=== ttc_tx_encoder ===
Figure 1. The clock network (ttc_tx_encoder).
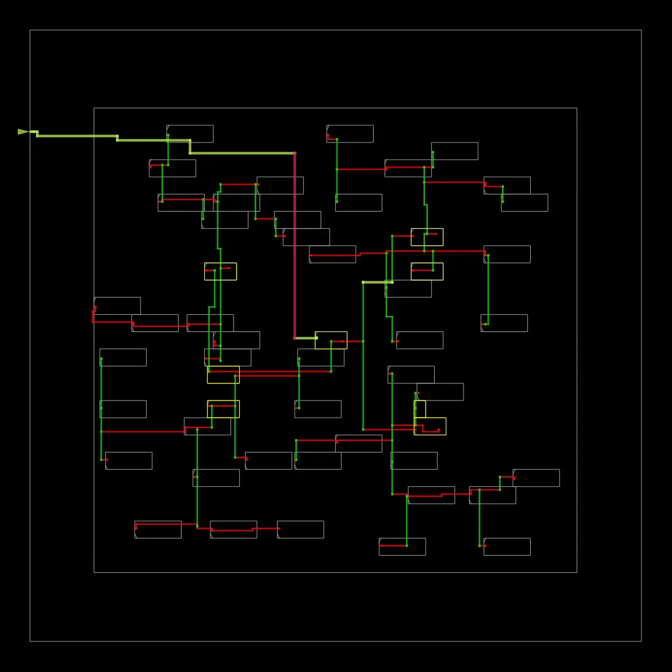

### src/rtl/ttc_tx_encoder.sv
// TTC link serial encoder: merges the A channel (trigger accept) and the B channel
// (16-bit broadcast frames, MSB first) into one biphase-mark stream at 160 MHz.
module ttc_tx_encoder (
   input  logic        clk160,
   input  logic        rst,
   input  logic        a_channel,
   input  logic [15:0] ttc_data,
   input  logic        ttc_data_valid,
   output logic        ttc_bit_out
);

   typedef enum logic [1:0] {
      PH_A_START = 2'd0,
      PH_A_MID   = 2'd1,
      PH_B_START = 2'd2,
      PH_B_MID   = 2'd3
   } phase_t;

   phase_t      ph;
   logic        a_pend;
   logic        a_bit;
   logic        b_bit;
   logic        active;
   logic [4:0]  count;
   logic [15:0] shreg;
   logic [15:0] buf_data;
   logic        buf_full;
   logic        b_slot;
   logic        last_bit;

   assign b_slot   = (ph == PH_B_START);
   assign last_bit = b_slot && active && (count == 5'd1);

   // Symbol boundaries always toggle; the mid-symbol toggle carries a 1.
   always_ff @(posedge clk160) begin
      if (rst) begin
         ph          <= PH_A_START;
         ttc_bit_out <= 1'b0;
         a_pend      <= 1'b0;
         a_bit       <= 1'b0;
      end else begin
         ph <= phase_t'(ph + 2'd1);
         case (ph)
            PH_A_START: begin
               ttc_bit_out <= ~ttc_bit_out;
               a_bit       <= a_pend | a_channel;
               a_pend      <= 1'b0;
            end
            PH_A_MID: begin
               ttc_bit_out <= ttc_bit_out ^ a_bit;
               a_pend      <= a_pend | a_channel;
            end
            PH_B_START: begin
               ttc_bit_out <= ~ttc_bit_out;
               a_pend      <= a_pend | a_channel;
            end
            default: begin
               ttc_bit_out <= ttc_bit_out ^ b_bit;
               a_pend      <= a_pend | a_channel;
            end
         endcase
      end
   end

   // A strobe landing on the last-bit edge with an empty buffer goes straight into
   // the shift register, so it still follows the current frame without a gap.
   always_ff @(posedge clk160) begin
      if (rst) begin
         b_bit    <= 1'b1;
         active   <= 1'b0;
         count    <= 5'd0;
         shreg    <= 16'h0000;
         buf_data <= 16'h0000;
         buf_full <= 1'b0;
      end else begin
         if (b_slot) begin
            if (active) begin
               b_bit <= shreg[15];
               if (count == 5'd1) begin
                  if (buf_full) begin
                     shreg    <= buf_data;
                     count    <= 5'd16;
                     buf_full <= 1'b0;
                  end else if (ttc_data_valid) begin
                     shreg <= ttc_data;
                     count <= 5'd16;
                  end else begin
                     shreg  <= {shreg[14:0], 1'b0};
                     count  <= 5'd0;
                     active <= 1'b0;
                  end
               end else begin
                  shreg <= {shreg[14:0], 1'b0};
                  count <= count - 5'd1;
               end
            end else begin
               b_bit <= 1'b1;
            end
         end
         if (ttc_data_valid && !last_bit) begin
            if (!active) begin
               shreg  <= ttc_data;
               active <= 1'b1;
               count  <= 5'd16;
            end else if (!buf_full) begin
               buf_data <= ttc_data;
               buf_full <= 1'b1;
            end
         end
      end
   end

endmodule

### config.mk
export PLATFORM = sky130hd
export DESIGN_NAME = ttc_tx_encoder
export DESIGN_NICKNAME = d
export VERILOG_FILES = /design/src/rtl/ttc_tx_encoder.sv
export SDC_FILE = /design/constraint.sdc
export NUM_CORES = 1
export LEC_CHECK = 0
export CAP_MARGIN = 20
export CORE_MARGIN = 10
export CORE_UTILIZATION = 40
export DETAILED_ROUTE_END_ITERATION = 6
export PLACE_DENSITY_LB_ADDON = 0.15
export SYNTH_ARGS = -nofsm -noshare
export SYNTH_HDL_FRONTEND = slang
export SYNTH_SLANG_ARGS = --single-unit
### constraint.sdc
create_clock -name clk160 -period 5.55 [get_ports clk160]
set_clock_uncertainty 0.05 [all_clocks]
set_input_delay 1.11 -clock clk160 [delete_from_list [all_inputs] [get_ports clk160]]
set_output_delay 1.11 -clock clk160 [all_outputs]
set_load 0.03 [all_outputs]
=== nibble_bus_responder_flat ===
**config.mk**
```make
export PLATFORM = sky130hd
export DESIGN_NAME = nibble_bus_responder_flat
export DESIGN_NICKNAME = d
export VERILOG_FILES = /design/src/rtl/nibble_bus_responder_pkg.sv /design/src/rtl/nibble_bus_responder_if.sv /design/src/rtl/nibble_ram.sv /design/src/rtl/nibble_bus_responder.sv /design/src/flat_wrapper.sv
export SDC_FILE = /design/constraint.sdc
export NUM_CORES = 1
export LEC_CHECK = 0
export CORE_MARGIN = 2
export CORE_UTILIZATION = 60
export DETAILED_ROUTE_END_ITERATION = 8
export PLACE_DENSITY = 0.79
export SLEW_MARGIN = 20
export SYNTH_ARGS = -nofsm -noshare
export SYNTH_HDL_FRONTEND = slang
export SYNTH_SLANG_ARGS = --single-unit
export TNS_END_PERCENT = 5
```
**constraint.sdc**
```tcl
create_clock -name clk -period 3.13 [get_ports clk]
set_input_delay 0.626 -clock clk [delete_from_list [all_inputs] [get_ports clk]]
set_output_delay 0.626 -clock clk [all_outputs]
set_load 0.005 [all_outputs]
```
**src/rtl/nibble_bus_responder_pkg.sv**
```systemverilog
// Shared decode constants and FSM state type
// for the nibble bus responder.
package nibble_bus_pkg;

  localparam logic [3:0] CTL_LOAD  = 4'b0111;
  localparam logic [3:0] CTL_STORE = 4'b0011;

  localparam logic [1:0] PH_F1 = 2'b00;
  localparam logic [1:0] PH_F2 = 2'b01;
  localparam logic [1:0] PH_F3 = 2'b10;

  typedef enum logic {
    ST_LOAD,
    ST_RUN
  } state_t;

endpackage

```
**src/rtl/nibble_bus_responder_if.sv**
```systemverilog
// CPU-side nibble bus: address/control/data out,
// read data back from the memory responder.
interface nibble_bus_if;
  logic [7:0] bus_addr;
  logic [3:0] bus_ctl;
  logic [3:0] bus_wdata;
  logic       bus_oe;
  logic [3:0] bus_rdata;

  modport master (
    output bus_addr,
    output bus_ctl,
    output bus_wdata,
    output bus_oe,
    input  bus_rdata
  );

  modport slave (
    input  bus_addr,
    input  bus_ctl,
    input  bus_wdata,
    input  bus_oe,
    output bus_rdata
  );
endinterface

```
**src/rtl/nibble_ram.sv**
```systemverilog
// Nibble-wide RAM: asynchronous read,
// synchronous single-port write, no reset.
module nibble_ram #(
  parameter int DEPTH = 16,
  parameter int AW    = $clog2(DEPTH)
) (
  input  logic          clk,
  input  logic          we,
  input  logic [AW-1:0] waddr,
  input  logic [3:0]    wdata,
  input  logic [AW-1:0] raddr,
  output logic [3:0]    rdata
);

  logic [3:0] mem [DEPTH];

  always_ff @(posedge clk) begin
    if (we) mem[waddr] <= wdata;
  end

  assign rdata = mem[raddr];

endmodule

```
**src/rtl/nibble_bus_responder.sv**
```systemverilog
// Memory-side responder for the nibble bus:
// program store, data RAM, CPU reset gating.
module nibble_bus_responder
  import nibble_bus_pkg::*;
#(
  parameter int PROG_DEPTH = 16,
  parameter int CNT_W      = 16
) (
  input  logic             clk,
  input  logic             rst,
  nibble_bus_if.slave      bus,
  output logic             cpu_rst_n,
  input  logic             host_we,
  input  logic             host_sel,
  input  logic [11:0]      host_addr,
  input  logic [3:0]       host_wdata,
  input  logic             host_run,
  input  logic             host_stop,
  output logic             running,
  output logic [CNT_W-1:0] fetch_count,
  output logic             err
);

  localparam int IW  = $clog2(PROG_DEPTH);
  localparam int PAW = IW + 2;
  localparam logic [10:0] DEPTH_L = 11'(PROG_DEPTH);

  state_t state_q, state_d;

  logic [9:0] idx;
  logic [1:0] ph;
  logic       idx_ok;
  logic [9:0] host_idx;
  logic       host_ok;
  logic       start;

  logic [3:0] prog_rd, dram_rd, rdata;
  logic       err_set, bus_st, f3;

  logic           prog_we;
  logic           dram_we;
  logic [3:0]     dram_waddr;
  logic [3:0]     dram_wdata;

  assign idx      = {bus.bus_addr, bus.bus_ctl[3:2]};
  assign ph       = bus.bus_ctl[1:0];
  assign idx_ok   = {1'b0, idx} < DEPTH_L;
  assign host_idx = host_addr[11:2];
  assign host_ok  = ({1'b0, host_idx} < DEPTH_L)
                 && (host_addr[1:0] != 2'b11);
  assign start    = (state_q == ST_LOAD)
                 && host_run && !host_stop;

  // host owns both write ports in LOAD, the bus owns dram in RUN
  assign prog_we = (state_q == ST_LOAD)
                && host_we && !host_sel && host_ok;

  always_comb begin
    dram_we    = bus_st;
    dram_waddr = bus.bus_addr[3:0];
    dram_wdata = bus.bus_wdata;
    if (state_q == ST_LOAD) begin
      dram_we    = host_we && host_sel;
      dram_waddr = host_addr[3:0];
      dram_wdata = host_wdata;
    end
  end

  nibble_ram #(.DEPTH(PROG_DEPTH * 4)) u_prog (
    .clk   (clk),
    .we    (prog_we),
    .waddr (host_addr[PAW-1:0]),
    .wdata (host_wdata),
    .raddr ({idx[IW-1:0], ph}),
    .rdata (prog_rd)
  );

  nibble_ram #(.DEPTH(16)) u_dram (
    .clk   (clk),
    .we    (dram_we),
    .waddr (dram_waddr),
    .wdata (dram_wdata),
    .raddr (bus.bus_addr[3:0]),
    .rdata (dram_rd)
  );

  always_ff @(posedge clk or posedge rst) begin
    if (rst) state_q <= ST_LOAD;
    else     state_q <= state_d;
  end

  always_comb begin
    state_d = state_q;
    rdata   = '0;
    err_set = 1'b0;
    bus_st  = 1'b0;
    f3      = 1'b0;
    unique case (state_q)
      ST_LOAD: begin
        if (host_run && !host_stop) state_d = ST_RUN;
      end
      ST_RUN: begin
        if (host_stop) state_d = ST_LOAD;
        unique case (1'b1)
          (ph != 2'b11): begin
            f3 = (ph == PH_F3);
            if (idx_ok) rdata   = prog_rd;
            else        err_set = 1'b1;
          end
          (bus.bus_ctl == CTL_LOAD): rdata = dram_rd;
          (bus.bus_ctl == CTL_STORE): begin
            if (bus.bus_oe) bus_st  = 1'b1;
            else            err_set = 1'b1;
          end
          default: err_set = 1'b1;
        endcase
      end
    endcase
  end

  always_ff @(posedge clk or posedge rst) begin
    if (rst) begin
      fetch_count <= '0;
      err         <= 1'b0;
    end else if (start) begin
      fetch_count <= '0;
      err         <= 1'b0;
    end else begin
      if (f3 && (fetch_count != '1))
        fetch_count <= fetch_count + 1'b1;
      if (err_set) err <= 1'b1;
    end
  end

  assign running       = (state_q == ST_RUN);
  assign cpu_rst_n     = running;
  assign bus.bus_rdata = rdata;

endmodule

```
**src/flat_wrapper.sv**
```systemverilog
// flat-port wrapper written by rule: the top's interface ports become plain ports
module nibble_bus_responder_flat import nibble_bus_pkg::*;
#(
  parameter int PROG_DEPTH = 16,
  parameter int CNT_W      = 16
)
  (clk, rst, cpu_rst_n, host_we, host_sel, host_addr, host_wdata, host_run, host_stop, running, fetch_count, err, bus_bus_addr, bus_bus_ctl, bus_bus_wdata, bus_bus_oe, bus_bus_rdata);
  nibble_bus_if bus_i ();
  input  logic clk;
  input  logic rst;
  output logic cpu_rst_n;
  input  logic host_we;
  input  logic host_sel;
  input  logic [11:0] host_addr;
  input  logic [3:0] host_wdata;
  input  logic host_run;
  input  logic host_stop;
  output logic running;
  output logic [CNT_W-1:0] fetch_count;
  output logic err;
  input wire logic [$bits(bus_i.bus_addr)-1:0] bus_bus_addr;
  input wire logic [$bits(bus_i.bus_ctl)-1:0] bus_bus_ctl;
  input wire logic [$bits(bus_i.bus_wdata)-1:0] bus_bus_wdata;
  input wire logic [$bits(bus_i.bus_oe)-1:0] bus_bus_oe;
  output wire logic [$bits(bus_i.bus_rdata)-1:0] bus_bus_rdata;
  assign bus_i.bus_addr = bus_bus_addr;
  assign bus_i.bus_ctl = bus_bus_ctl;
  assign bus_i.bus_wdata = bus_bus_wdata;
  assign bus_i.bus_oe = bus_bus_oe;
  assign bus_bus_rdata = bus_i.bus_rdata;
  nibble_bus_responder #(.PROG_DEPTH(PROG_DEPTH), .CNT_W(CNT_W)) u_core (.clk(clk), .rst(rst), .bus(bus_i), .cpu_rst_n(cpu_rst_n), .host_we(host_we), .host_sel(host_sel), .host_addr(host_addr), .host_wdata(host_wdata), .host_run(host_run), .host_stop(host_stop), .running(running), .fetch_count(fetch_count), .err(err));
endmodule
```
=== bus_arbiter ===
### config.mk
export PLATFORM = sky130hd
export DESIGN_NAME = bus_arbiter
export DESIGN_NICKNAME = d
export VERILOG_FILES = /design/src/rtl/bus_pkg.sv /design/src/rtl/bus_timer.sv /design/src/rtl/bus_arbiter.sv
export SDC_FILE = /design/constraint.sdc
export NUM_CORES = 1
export LEC_CHECK = 0
export CAP_MARGIN = 20
export CORE_AREA = 3 3 111 113
export DETAILED_ROUTE_END_ITERATION = 8
export DIE_AREA = 0 0 114 116
export GPL_TIMING_DRIVEN = 0
export HOLD_SLACK_MARGIN = 0.02
export PLACE_DENSITY = 0.82
export SKIP_CTS_REPAIR_TIMING = 1
export SLEW_MARGIN = 20
export SYNTH_ARGS = -nofsm -noshare
export SYNTH_HDL_FRONTEND = slang
export SYNTH_HIERARCHICAL = 1
export SYNTH_SLANG_ARGS = --single-unit
### constraint.sdc
create_clock -name clock -period 9.1 [get_ports clock]
set_input_delay 2.275 -clock clock [delete_from_list [all_inputs] [get_ports clock]]
set_output_delay 2.275 -clock clock [all_outputs]
set_load 0.1 [all_outputs]
### src/rtl/bus_pkg.sv
// Shared types and constants for the two-master memory bus arbiter.
// The bus phase helper lets logic ask "is a transaction outstanding" without decoding states.
package bus_pkg;

    localparam logic BUS_IDLE        = 1'b0;
    localparam logic BUS_WAIT        = 1'b1;
    localparam int   TIMEOUT_DEFAULT = 255;

    typedef enum logic [1:0] {
        ST_IDLE     = 2'd0,
        ST_WAIT_IFU = 2'd1,
        ST_WAIT_LSU = 2'd2
    } arb_state_e;

    typedef enum logic {
        MST_IFU = 1'b0,
        MST_LSU = 1'b1
    } master_e;

    typedef struct packed {
        logic [31:0] addr;
        logic        wen;
        logic [31:0] wdata;
        logic [3:0]  wmask;
    } bus_req_t;

    function automatic logic bus_phase(input arb_state_e s);
        return (s == ST_IDLE) ? BUS_IDLE : BUS_WAIT;
    endfunction

endpackage

### src/rtl/bus_timer.sv
// Wait-cycle counter for an outstanding bus transaction.
// Cleared on grant, advanced on every unanswered wait cycle; expired flags the last allowed cycle.
module bus_timer
    import bus_pkg::*;
#(
    parameter int TIMEOUT = TIMEOUT_DEFAULT
) (
    input  logic clock,
    input  logic reset,
    input  logic clear,
    input  logic tick,
    output logic expired
);

    localparam logic [7:0] TERMINAL = 8'(TIMEOUT - 1);

    logic [7:0] count_q;
    logic [7:0] count_d;

    always_comb begin
        count_d = count_q;
        if (clear) begin
            count_d = '0;
        end else if (tick) begin
            count_d = count_q + 8'd1;
        end
    end

    always_ff @(posedge clock or posedge reset) begin
        if (reset) begin
            count_q <= '0;
        end else begin
            count_q <= count_d;
        end
    end

    assign expired = (count_q == TERMINAL);

endmodule

### src/rtl/bus_arbiter.sv
// Round-robin arbiter sharing one memory slave between fetch (IFU) and load/store (LSU) masters.
// One outstanding transaction at a time; a silent slave is cut off after TIMEOUT wait cycles.
//
//   state       | meaning
//   ST_IDLE     | no transaction; grant a requester combinationally
//   ST_WAIT_IFU | fetch outstanding; waiting for slave response or timeout
//   ST_WAIT_LSU | load/store outstanding; waiting for slave response or timeout
module bus_arbiter
    import bus_pkg::*;
#(
    parameter int TIMEOUT = TIMEOUT_DEFAULT
) (
    input  logic        clock,
    input  logic        reset,
    input  logic        ifuReqValid,
    input  logic [31:0] ifuAddr,
    output logic        ifuRespValid,
    output logic [31:0] ifuRdata,
    output logic        ifuErr,
    input  logic        lsuReqValid,
    input  logic [31:0] lsuAddr,
    input  logic        lsuWen,
    input  logic [31:0] lsuWdata,
    input  logic [3:0]  lsuWmask,
    output logic        lsuRespValid,
    output logic [31:0] lsuRdata,
    output logic        lsuErr,
    output logic        memReqValid,
    output logic [31:0] memAddr,
    output logic        memWen,
    output logic [31:0] memWdata,
    output logic [3:0]  memWmask,
    input  logic        memRespValid,
    input  logic [31:0] memRdata
);

    arb_state_e  state_q, state_d;
    master_e     last_q, last_d, grant_id;
    bus_req_t    lat_q, lat_d, ifu_req, lsu_req, mem_req;
    logic        grant, in_wait, expired, timer_tick, done, rsp_err;
    logic [31:0] rsp_data;
    logic        mem_valid, ifu_rv, ifu_e, lsu_rv, lsu_e;
    logic [31:0] ifu_rd, lsu_rd;

    assign ifu_req = '{addr: ifuAddr, wen: 1'b0, wdata: 32'd0, wmask: 4'd0};
    assign lsu_req = '{addr: lsuAddr, wen: lsuWen, wdata: lsuWdata, wmask: lsuWmask};

    // A slave response wins over a coinciding timeout, so err only when the slave stayed silent.
    assign in_wait    = (bus_phase(state_q) == BUS_WAIT);
    assign timer_tick = in_wait && !memRespValid;
    assign done       = in_wait && (memRespValid || expired);
    assign rsp_err    = !memRespValid && expired;
    assign rsp_data   = memRespValid ? memRdata : 32'd0;

    bus_timer #(
        .TIMEOUT (TIMEOUT)
    ) u_timer (
        .clock   (clock),
        .reset   (reset),
        .clear   (grant),
        .tick    (timer_tick),
        .expired (expired)
    );

    always_comb begin
        state_d   = state_q;
        last_d    = last_q;
        lat_d     = lat_q;
        grant     = 1'b0;
        grant_id  = MST_IFU;
        mem_req   = lat_q;
        mem_valid = 1'b0;
        ifu_rv    = 1'b0;
        ifu_e     = 1'b0;
        ifu_rd    = '0;
        lsu_rv    = 1'b0;
        lsu_e     = 1'b0;
        lsu_rd    = '0;
        case (state_q)
            ST_IDLE: begin
                if (ifuReqValid || lsuReqValid) begin
                    grant = 1'b1;
                    if (ifuReqValid && lsuReqValid) begin
                        grant_id = (last_q == MST_LSU) ? MST_IFU : MST_LSU;
                    end else begin
                        grant_id = ifuReqValid ? MST_IFU : MST_LSU;
                    end
                    mem_req   = (grant_id == MST_IFU) ? ifu_req : lsu_req;
                    mem_valid = 1'b1;
                    lat_d     = mem_req;
                    last_d    = grant_id;
                    state_d   = (grant_id == MST_IFU) ? ST_WAIT_IFU : ST_WAIT_LSU;
                end
            end
            ST_WAIT_IFU: begin
                ifu_rv = done;
                ifu_e  = done && rsp_err;
                ifu_rd = rsp_data;
                if (done) begin
                    state_d = ST_IDLE;
                end
            end
            ST_WAIT_LSU: begin
                lsu_rv = done;
                lsu_e  = done && rsp_err;
                lsu_rd = rsp_data;
                if (done) begin
                    state_d = ST_IDLE;
                end
            end
            default: begin
                state_d = ST_IDLE;
            end
        endcase
    end

    // lastGrant resets to LSU so the first tie goes to the fetch side.
    always_ff @(posedge clock or posedge reset) begin
        if (reset) begin
            state_q <= ST_IDLE;
            last_q  <= MST_LSU;
            lat_q   <= '0;
        end else begin
            state_q <= state_d;
            last_q  <= last_d;
            lat_q   <= lat_d;
        end
    end

    // Outputs are forced low during reset because the IDLE grant path is combinational.
    assign memReqValid  = mem_valid && !reset;
    assign memAddr      = reset ? 32'd0 : mem_req.addr;
    assign memWen       = mem_req.wen && !reset;
    assign memWdata     = reset ? 32'd0 : mem_req.wdata;
    assign memWmask     = reset ? 4'd0 : mem_req.wmask;
    assign ifuRespValid = ifu_rv && !reset;
    assign ifuErr       = ifu_e && !reset;
    assign ifuRdata     = reset ? 32'd0 : ifu_rd;
    assign lsuRespValid = lsu_rv && !reset;
    assign lsuErr       = lsu_e && !reset;
    assign lsuRdata     = reset ? 32'd0 : lsu_rd;

endmodule

=== relm_fp_sched ===
### src/rtl/relm_fp_sched.sv
// relm_fp_sched
//   Round-robin scheduler sharing one combinational relm_custom FP unit among
//   NREQ requesters. Two-pass commands (FADD/FSUB/FMUL/ITOF) run an OPB
//   pre-pass followed by an ITOF normalize/round pass; FCOMP is single-pass.
//   All unit inputs are registered, so the unit never sees glitching inputs.
//
// Ports
//   clk, rst_n            clock, asynchronous active-low reset
//   req_valid/req_ready   per-requester handshake (req_ready is a one-hot grant)
//   req_cmd               3 bits per requester: 0 FADD 1 FSUB 2 FMUL 3 ITOF 4 FCOMP
//   req_a, req_b          WD-bit operands per requester
//   rsp_valid/rsp_ready   shared response handshake
//   rsp_id, rsp_data      owner and result of the response
//   rsp_err               illegal command flag
//   fu_op..fu_cb          registered unit inputs (op_in, opb_in, a_in, xb_in, x_in, cb_in)
//   fu_a_res, fu_cb_res   unit outputs a_out, cb_out
module relm_fp_sched #(
  parameter int NREQ = 4,
  parameter int WD   = 32,
  parameter int WOP  = 5,
  parameter int IW   = $clog2(NREQ)
) (
  input  logic                 clk,
  input  logic                 rst_n,
  input  logic [NREQ-1:0]      req_valid,
  input  logic [3*NREQ-1:0]    req_cmd,
  input  logic [WD*NREQ-1:0]   req_a,
  input  logic [WD*NREQ-1:0]   req_b,
  output logic [NREQ-1:0]      req_ready,
  output logic                 rsp_valid,
  input  logic                 rsp_ready,
  output logic [IW-1:0]        rsp_id,
  output logic [WD-1:0]        rsp_data,
  output logic                 rsp_err,
  output logic [WOP-1:0]       fu_op,
  output logic                 fu_opb,
  output logic [WD-1:0]        fu_a,
  output logic [WD-1:0]        fu_xb,
  output logic [WD-1:0]        fu_x,
  output logic [WD-1:0]        fu_cb,
  input  logic [WD-1:0]        fu_a_res,
  input  logic [WD-1:0]        fu_cb_res
);

  localparam logic [2:0] CMD_FADD  = 3'd0;
  localparam logic [2:0] CMD_FSUB  = 3'd1;
  localparam logic [2:0] CMD_FMUL  = 3'd2;
  localparam logic [2:0] CMD_ITOF  = 3'd3;
  localparam logic [2:0] CMD_FCOMP = 3'd4;

  localparam logic [WOP-1:0] OP_ADD  = WOP'(3'b000);
  localparam logic [WOP-1:0] OP_MUL  = WOP'(3'b001);
  localparam logic [WOP-1:0] OP_NORM = WOP'(3'b100);
  localparam logic [WOP-1:0] OP_CMP  = WOP'(3'b110);

  // ISIGN select lives in the x field just above the opcode bits
  localparam logic [WD-1:0] X_ISIGN = WD'(1) << (WOP + 1);

  typedef enum logic [1:0] {S_IDLE, S_P1, S_P2, S_RSP} state_t;

  state_t          state, state_nxt;
  logic [IW-1:0]   rr_ptr;
  logic [2:0]      cmd_r;
  logic [NREQ-1:0] grant;
  logic [IW-1:0]   gnt_id;
  logic            accept;
  logic            two_pass;
  logic [2:0]      sel_cmd;
  logic [WD-1:0]   sel_a;
  logic [WD-1:0]   sel_b;

  // Round-robin search starting at rr_ptr; first valid requester wins
  always_comb begin
    logic [IW-1:0] idx;
    grant  = '0;
    gnt_id = '0;
    idx    = '0;
    for (int unsigned k = 0; k < NREQ; k++) begin
      idx = IW'((32'(rr_ptr) + k) % 32'(NREQ));
      if (grant == '0 && req_valid[idx]) begin
        grant[idx] = 1'b1;
        gnt_id     = idx;
      end
    end
  end

  // Gated by rst_n so no grant is advertised while reset is held
  assign req_ready = (state == S_IDLE && rst_n) ? grant : '0;
  assign accept    = (state == S_IDLE) && (grant != '0);
  assign rsp_valid = (state == S_RSP);
  assign fu_cb     = fu_xb;
  assign two_pass  = (cmd_r <= CMD_ITOF);

  assign sel_cmd = req_cmd[32'(gnt_id)*3 +: 3];
  assign sel_a   = req_a[32'(gnt_id)*WD +: WD];
  assign sel_b   = req_b[32'(gnt_id)*WD +: WD];

  always_ff @(posedge clk or negedge rst_n) begin
    if (!rst_n) state <= S_IDLE;
    else        state <= state_nxt;
  end

  always_comb begin
    state_nxt = state;
    case (state)
      S_IDLE:  if (accept) state_nxt = S_P1;
      S_P1:    state_nxt = two_pass ? S_P2 : S_RSP;
      S_P2:    state_nxt = S_RSP;
      S_RSP:   if (rsp_ready) state_nxt = S_IDLE;
      default: state_nxt = S_IDLE;
    endcase
  end

  always_ff @(posedge clk or negedge rst_n) begin
    if (!rst_n) begin
      rr_ptr   <= '0;
      rsp_id   <= '0;
      cmd_r    <= '0;
      rsp_data <= '0;
      rsp_err  <= 1'b0;
      fu_op    <= '0;
      fu_opb   <= 1'b0;
      fu_a     <= '0;
      fu_xb    <= '0;
      fu_x     <= '0;
    end else begin
      case (state)
        S_IDLE: begin
          if (accept) begin
            rsp_id <= gnt_id;
            cmd_r  <= sel_cmd;
            fu_a   <= sel_a;
            fu_xb  <= sel_b;
            fu_x   <= '0;
            case (sel_cmd)
              CMD_FADD: begin
                fu_op  <= OP_ADD;
                fu_opb <= 1'b1;
              end
              CMD_FSUB: begin
                fu_op  <= OP_ADD;
                fu_opb <= 1'b1;
                fu_xb  <= {~sel_b[WD-1], sel_b[WD-2:0]};
              end
              CMD_FMUL: begin
                fu_op  <= OP_MUL;
                fu_opb <= 1'b1;
              end
              CMD_ITOF: begin
                fu_op  <= OP_NORM;
                fu_opb <= 1'b1;
                fu_xb  <= '0;
                fu_x   <= X_ISIGN;
              end
              CMD_FCOMP: begin
                fu_op  <= OP_CMP;
                fu_opb <= 1'b0;
              end
              default: begin
                fu_op  <= OP_CMP;
                fu_opb <= 1'b0;
                fu_a   <= '0;
                fu_xb  <= '0;
              end
            endcase
          end
        end
        S_P1: begin
          if (two_pass) begin
            // Pre-pass result feeds the normalize/round pass
            fu_a   <= fu_a_res;
            fu_xb  <= fu_cb_res;
            fu_op  <= OP_NORM;
            fu_opb <= 1'b0;
            fu_x   <= '0;
          end else if (cmd_r == CMD_FCOMP) begin
            rsp_data <= fu_a_res;
          end else begin
            rsp_data <= '0;
            rsp_err  <= 1'b1;
          end
        end
        S_P2: rsp_data <= fu_a_res;
        S_RSP: begin
          if (rsp_ready) begin
            rsp_err <= 1'b0;
            rr_ptr  <= (rsp_id == IW'(NREQ - 1)) ? '0 : rsp_id + IW'(1);
          end
        end
        default: ;
      endcase
    end
  end

endmodule

### config.mk
export PLATFORM = sky130hd
export DESIGN_NAME = relm_fp_sched
export DESIGN_NICKNAME = d
export VERILOG_FILES = /design/src/rtl/relm_fp_sched.sv
export SDC_FILE = /design/constraint.sdc
export NUM_CORES = 1
export LEC_CHECK = 0
export ABC_AREA = 1
export ABC_CLOCK_PERIOD_IN_PS = 5380
export CAP_MARGIN = 10
export CORE_AREA = 4 4 200 202
export CTS_CLUSTER_DIAMETER = 150
export DETAILED_ROUTE_END_ITERATION = 8
export DIE_AREA = 0 0 204 206
export PLACE_DENSITY = 0.57
export SLEW_MARGIN = 0
export SYNTH_ARGS = -nofsm -noshare
export SYNTH_HDL_FRONTEND = slang
export SYNTH_SLANG_ARGS = --single-unit
### constraint.sdc
create_clock -name clk -period 5.38 [get_ports clk]
set_input_delay 0.807 -clock clk [delete_from_list [all_inputs] [get_ports clk]]
set_output_delay 0.807 -clock clk [all_outputs]
set_load 0.05 [all_outputs]
Figure 2. The clock network (relm_fp_sched).
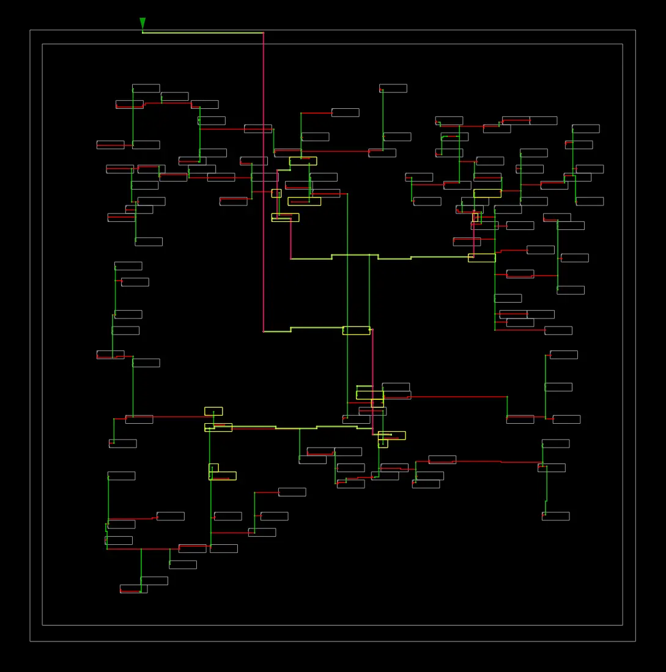
clock skew: 0.0120 ns
CTS Buf Count: 9

Figure 3. Routed metal per tile (relm_fp_sched).
(2 px per um) The die is cut into 20 by 21 equal tiles; dark purple is low, yellow is high, scaled to the fullest tile. Values are wire area over tile area, all layers added.
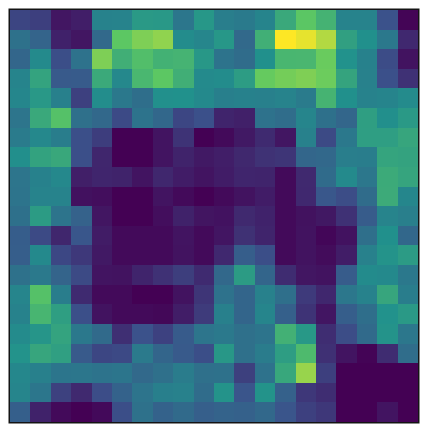
nearly empty tiles: 6.4%
densest ninth of the die: upper right
tiles over half the peak: 19%
emptiest ninth of the die: center
mean over tiles: 0.16
Routed WL: 40500 um
Vias: 10200
GRT Util Overall: 18.1%
WL/cell: 18.4 um

==> results_dict.tcl, relm_fp_sched <==
# flow metrics
set metrics [dict create \
    ys_top_cells_by_count "222 x nand2_1, 212 x nor2_1, 197 x nand3_1" \
    yosysTopAreaCellShare_pct 31.6 \
    worstSetupStartpointType "flip-flop" \
    drt_pass1_iterations 6 \
    regArea_um2 2780 \
    period_needed_ns 4.92 \
    cp.arrival_ns 4.11 \
    final_cell_area_um2 13800 \
    cp_num_buf_inv 5 \
    finalHoldViolations 0 \
    ys.flop_type "dfrtp_1" \
    largestClassByArea "logic gates" \
    layout_top_cells "478 x clkdlybuf4s50_1, 222 x nand2_1, 212 x nor2_1, 197 x nand3_1, 111 x dfrtp_1" \
    insertion_delay_ns 0.37 \
    slew_viol_final 0 \
    critical_path.top_delay_family "buffers and inverters" \
    drive_above_1_share_pct 6.31 \
    rsz0062_at_grt "no" \
    tns_ns 0 \
    synthTopLogicFamily "simple AND/OR/NAND/NOR gates" \
    clock_cell_area_share_pct 2.28 \
    comb_area_um2 4970 \
    hold_start "fu_op[0]" \
    dp.final_hpwl_um 30300 \
    timing.rr.end "fu_cb[11]" \
    cts_tree "done" \
    grt_overflow_total 0 \
    ant_nets 0 \
    grt_antenna_before_repair 0 \
    clk_path_buf_depth 2 \
    syn_avg_cell_area_um2 6.78 \
    taps 518 \
    ys_types 36 \
    port_buffers 479 \
    r2r-start "rr_ptr[1]" \
    seq_area_share_pct 20.1 \
    worstPathRequired_ns 4.57 \
    inv_count 36 \
    nMultiInputCombCells 1023 \
    setup_viol 0 \
    dp_cells 2182 \
    final_common_cell "clkdlybuf4s50_1" \
    grt_max_degree 77 \
    max_stage_delay_ns 0.85 \
    status "complete, no violations" \
    synth_seq_share_pct 31.6 \
]
## relm_fp_sched: layer usage
layer	GRT usage, %	part of all wire (%)
met4	5.43	2.5
met2	31.3	49
met3	3.91	7.3
met5	0	0
met1	22.8	42
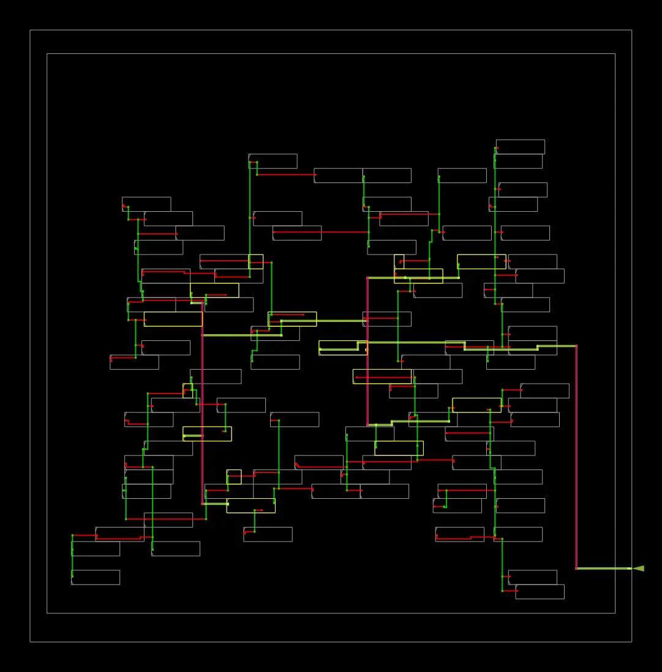
Figure 4: bus_arbiter, the clock network.
Sink Count: 80
Seq cells: 80
clock skew: 0.00539 ns
CTS Buf Count: 9

==> results_dict.tcl, bus_arbiter <==
# flow metrics
set metrics [dict create \
    dp.final_hpwl_um 13500 \
    setup_viol 0 \
    largestClassByArea "non-clock buffers" \
    fmax_mhz 134 \
    pin_count 276 \
    critical_path.slowest_cell "clkdlybuf4s50_1" \
    slew_viol_final 0 \
    finalHoldViolations 0 \
    cp.arrival_ns 5.17 \
    rrSetupSlack_ns 6.80 \
    stdcell_count 897 \
    drive_above_1_share_pct 6.50 \
    final_common_cell "clkdlybuf4s50_1" \
    period_used_pct 81.8 \
    endpoint "memWmask[1]" \
    grt_util_all_layers_pct 24.9 \
    area_growth_pct 70.1 \
    die_y_um 116 \
    whs_path_depth 2 \
    grt_pass1_vias 5016 \
    ys_sh_adder_pct 1.35 \
    nMultiInputCombCells 322 \
    syn_avg_cell_area_um2 9.96 \
    critical_path_class "in -> out" \
    ys_top_cells_by_count "106 x a22o_1, 79 x dfrtp_1, 75 x nor2_1" \
    ys_types 36 \
    drt-wirelength-per-cell_um 19.6 \
    vias 5120 \
    largest_reg_flops 69 \
    drt_iter0_markers 485 \
    relSlewSlack_pct 31.0 \
    via_per_inst 5.71 \
    coreArea_um2 11400 \
    ant_nets 0 \
    path_cells "clkdlybuf4s50_1, o21ai_4, inv_2, nor2_4, buf_4, buf_4, a22o_1, clkdlybuf4s50_1" \
    cts_tree "done" \
    met1_usage_pct 34.0 \
    worst_pin_slew_ns 1.03 \
    synth-async-reset-ratio_pct 100 \
    crit_fanout 10 \
    ys.flop_type "dfrtp_1" \
    port_buffers 273 \
    clkbuf_count 9 \
    status "complete, no violations" \
    drt_pass1_iterations 4 \
    hold_start "last_q" \
    r2r-start "state_q[0]" \
    grt_antenna_before_repair 0 \
    regArea_um2 2000 \
    grt_overflow_total 0 \
    critical_path.top_delay_family "buffers and inverters" \
    met1_length_um 7350 \
    synth_cells 465 \
    final_cell_area_um2 7880 \
    clk_pin_slew_ns 0.06 \
]
-- bus_arbiter: per-stage QoR --
step	setup TNS [ns]	util, %	setup WS, ns
5_1_grt	0	69.0	1.54
6_report	0	69.0	1.65
4_1_cts	0	69.0	1.66
3_3_place_gp	-7.90	66.1	-0.891
2_1_floorplan	0	-	1.05
3_5_place_dp	0	66.3	1.66
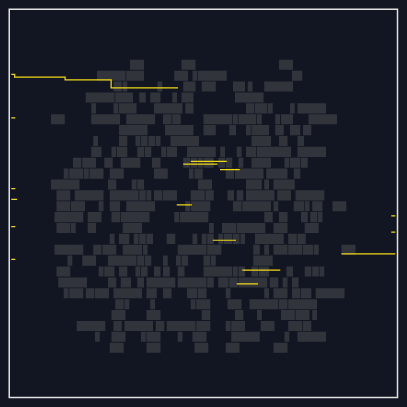
Figure 5: ttc_tx_encoder, metal 3.
(4 px per um) Cells faint in the background.
share of all routed wire: 2.0%
nets with wire on the layer: 14
longest straight run: 16.6 um
GR met3 Demand/Resource: 2.20%
Vias: 1994
Routed WL: 5440 um

Figure 6. Cells colored by class (ttc_tx_encoder).
(4 px per um)
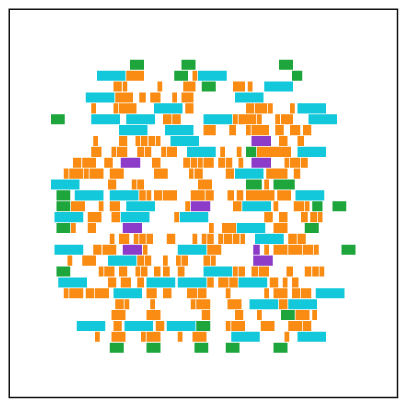
[flops] cyan | cells: 45 | share of their area: 35%
[clock drivers and dummy loads] purple | cells: 8 | share of their area: 3.9%
[other buffers and delay cells] green | cells: 25 | share of their area: 9.6%
[all other logic] orange | cells: 213 | share of their area: 52%
fraction of area in registers: 33.6%
Core Util, Final: 47.9%
design area: 2680 um^2
core box area: 5610 um^2
Row Count: 27

## Picture notes: Figure 1
CLK BUF: 7
Sink Count: 45
CTS Buf Count: 5

==> results_dict.tcl, ttc_tx_encoder <==
# flow metrics
set metrics [dict create \
    status "complete, no violations" \
    synth-async-reset-ratio_pct 0 \
    max_stage_delay_ns 0.64 \
    layout_top_cells "45 x dfxtp_1, 40 x nor2_1, 34 x o21ai_0, 20 x inv_1, 20 x clkdlybuf4s50_1" \
    yosysTopAreaCellShare_pct 38.3 \
    most_common_cell "dfxtp_1" \
    ys_cells 281 \
    drive_above_1_share_pct 5.50 \
    port_buffers 20 \
    critical_path.slowest_cell "a211oi_4" \
    ys.warnings.count 0 \
    worstPathRequired_ns 5.67 \
    flops 45 \
    timing.rr.end "buf_data[13]" \
    finalHoldViolations 0 \
    nonClkBufAreaFrac_pct 9.28 \
    path_cells "clkdlybuf4s50_1, buf_4, nand2_1, a211oi_4, buf_8, mux2i_1, nor2_1" \
    fmax_mhz 339 \
    ys_ff 45 \
    whs_path_depth 1 \
    clk_pin_slew_ns 0.08 \
    grt_pass1_vias 1916 \
    clock-root-buffer "clkbuf_8" \
    worst_r2r_path_depth 7 \
    regArea_um2 901 \
    worstSetupStartpointType "primary input" \
    nMultiInputCombCells 193 \
    r2r-start "ph[0]" \
    place_area_um2 2560 \
    cts_tree "done" \
    hold_start "ph[0]" \
    rrSetupSlack_ns 2.73 \
    cp-end-kind "flip-flop" \
    comb_area_um2 1270 \
    syn_avg_cell_area_um2 8.37 \
    place_ws_ns 2.11 \
    worst_pin_slew_ns 0.952 \
    drv_cap 0 \
    insertion_delay_ns 0.30 \
    dp.final_hpwl_um 3240 \
    syn_area_um2 2350 \
    slew_viol_final 0 \
    area_growth_pct 14.2 \
]
## ttc_tx_encoder: layer usage
layer | GRT usage (%) | vias up | part of all wire, %
met5 | 0 | - | 0
met4 | 4.28 | 0 | 0.53
met3 | 2.20 | 2 | 2.0
met2 | 17.7 | 21 | 46
met1 | 15.5 | 956 | 51
li1 | - | 1015 | -
## ttc_tx_encoder: logic make-up after synthesis
family | synth area share (%)
AND-OR/OR-AND | 26.3
XOR/XNOR | 1.49
adder cells (fa/ha/maj) | 2.66
buffers and inverters | 7.77
flip-flops | 38.3
multiplexers | 7.24
AND/OR/NAND/NOR | 16.2
Figure 7. Cells colored by class (nibble_bus_responder_flat).
(3 px per um)
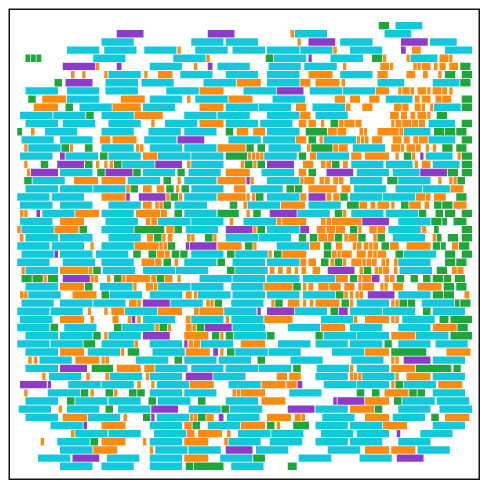
[other buffers and delay cells] green | cells: 206 | share of their area: 11%
[flops] cyan | cells: 338 | share of their area: 60%
[clock drivers and dummy loads] purple | cells: 63 | share of their area: 6.3%
[all other logic] orange | cells: 451 | share of their area: 23%
core box area: 22700 um^2
fraction of area in registers: 58.3%
design area: 17200 um^2

Figure 8. Routed metal per tile (nibble_bus_responder_flat).
(2 px per um) The die is cut into 31 by 31 equal tiles; dark purple is low, yellow is high, scaled to the fullest tile. Values are wire area over tile area, all layers added.
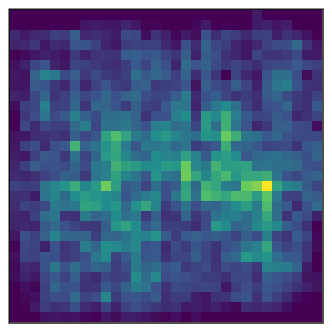
tiles over half the peak: 8.0%
fullest tile: 0.86
nearly empty tiles: 9.2%
Vias: 8124
Routed WL: 31300 um
GRT Util Overall: 26.4%
WL/cell: 23.3 um

==> results_dict.tcl, nibble_bus_responder_flat <==
# flow metrics
set metrics [dict create \
    finalHoldViolations 0 \
    endpoint "bus_bus_rdata[2]" \
    synth-async-reset-ratio_pct 5.33 \
    cp.arrival_ns 2.47 \
    stdcell_count 1343 \
    final_common_cell "edfxtp_1" \
    reg_top3 "u_core.u_prog.mem (256), u_core.u_dram.mem (64), u_core.fetch_count (16)" \
    tns_ns 0 \
    path_common_cell "buf_4" \
    nMultiInputCombCells 443 \
    synthTopLogicFamily "multiplexers" \
    drc 0 \
    critical_path_class "in -> out" \
    max_stage_delay_ns 0.49 \
    area_growth_pct 24.1 \
    post_cts_buffers 3 \
    yosysTopAreaCellShare_pct 69.2 \
    ys_sh_adder_pct 0.0901 \
    taps 285 \
    synth_seq_share_pct 72.4 \
    cts.sinks 338 \
    clock-root-buffer "clkbuf_16" \
    finalClockSkew_ns 0.0186 \
    post_cts_resize_count 48 \
    rrSetupSlack_ns 0.63 \
    path_cells "buf_16, buf_4, mux4_2, a22oi_1, a31oi_1, a21oi_1, buf_4, o2111ai_1, buf_2" \
    fin_util_pct 75.9 \
    cts_max_level 2 \
    worstPathRequired_ns 2.50 \
    grt_antenna_before_repair 0 \
    period_needed_ns 3.10 \
    cp-end-kind "output port" \
    ys_cells 765 \
    comb_area_um2 3880 \
    drv_cap 0 \
    port_buffers 61 \
    status "complete, no violations" \
    dp_cells 1272 \
    hp-class "in -> async" \
    syn_avg_cell_area_um2 18.2 \
    ant_nets 0 \
    grt_first_pass_wirelength_um 47400 \
]
[nibble_bus_responder_flat: per-layer routing]
layer | share of wire (%) | global-route usage (%) | up-vias
li1 | - | - | 3537
met4 | 2.6 | 7.86 | 0
met1 | 38 | 35.1 | 4089
met3 | 9.2 | 5.47 | 69
met5 | 0 | 0 | -
met2 | 50 | 44.9 | 429

==> screenshots <==
Drive-strength map.
picture 1
(1.5 px per um)
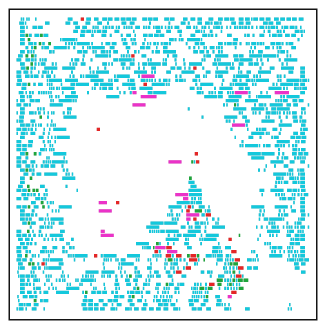
picture 2
(2 px per um)
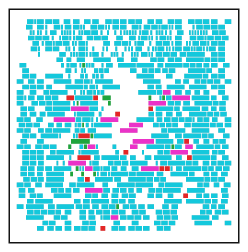
picture 3
(3 px per um)
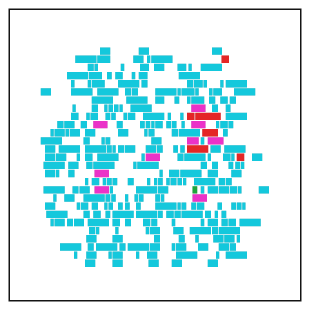
picture 4
(2 px per um)
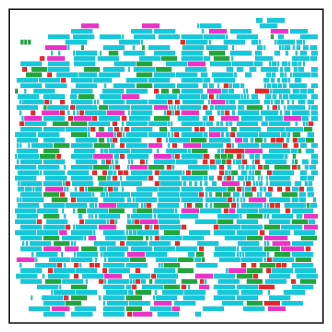
- picture 1 = relm_fp_sched
- picture 2 = bus_arbiter
- picture 3 = ttc_tx_encoder
- picture 4 = nibble_bus_responder_flat
- largest die: picture 1
- fewest cells: picture 3



==> gallery <==
Metal 3.
panel A
(2 px per um) Cells faint in the background.
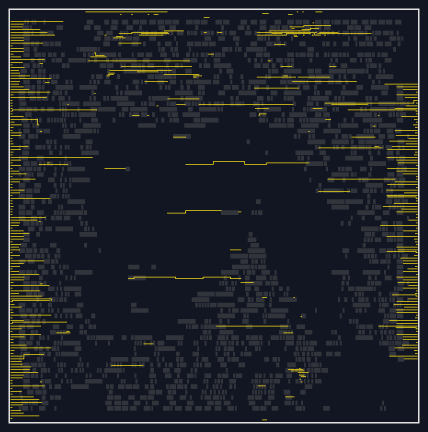
panel B
(3 px per um) Cells faint in the background.
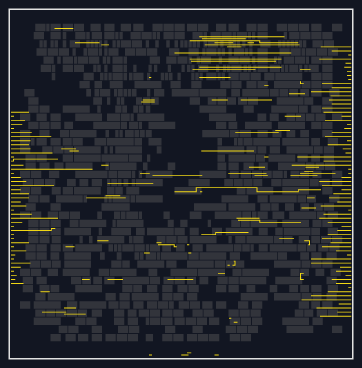
panel C
(2 px per um) Cells faint in the background.
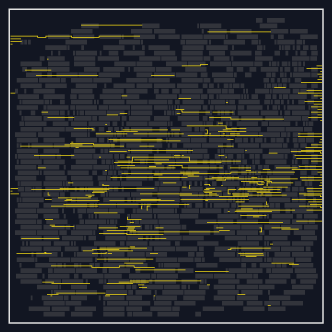
- smallest die: panel B
- largest die: panel A
Panel A comes from relm_fp_sched.
Panel B comes from bus_arbiter.
Panel C comes from nibble_bus_responder_flat.

Key to panel A:
nets with wire on the layer: 317
longest straight run: 50.6 um
wire length on this layer: 2960 um
share of all routed wire: 7.3%
main direction: horizontal

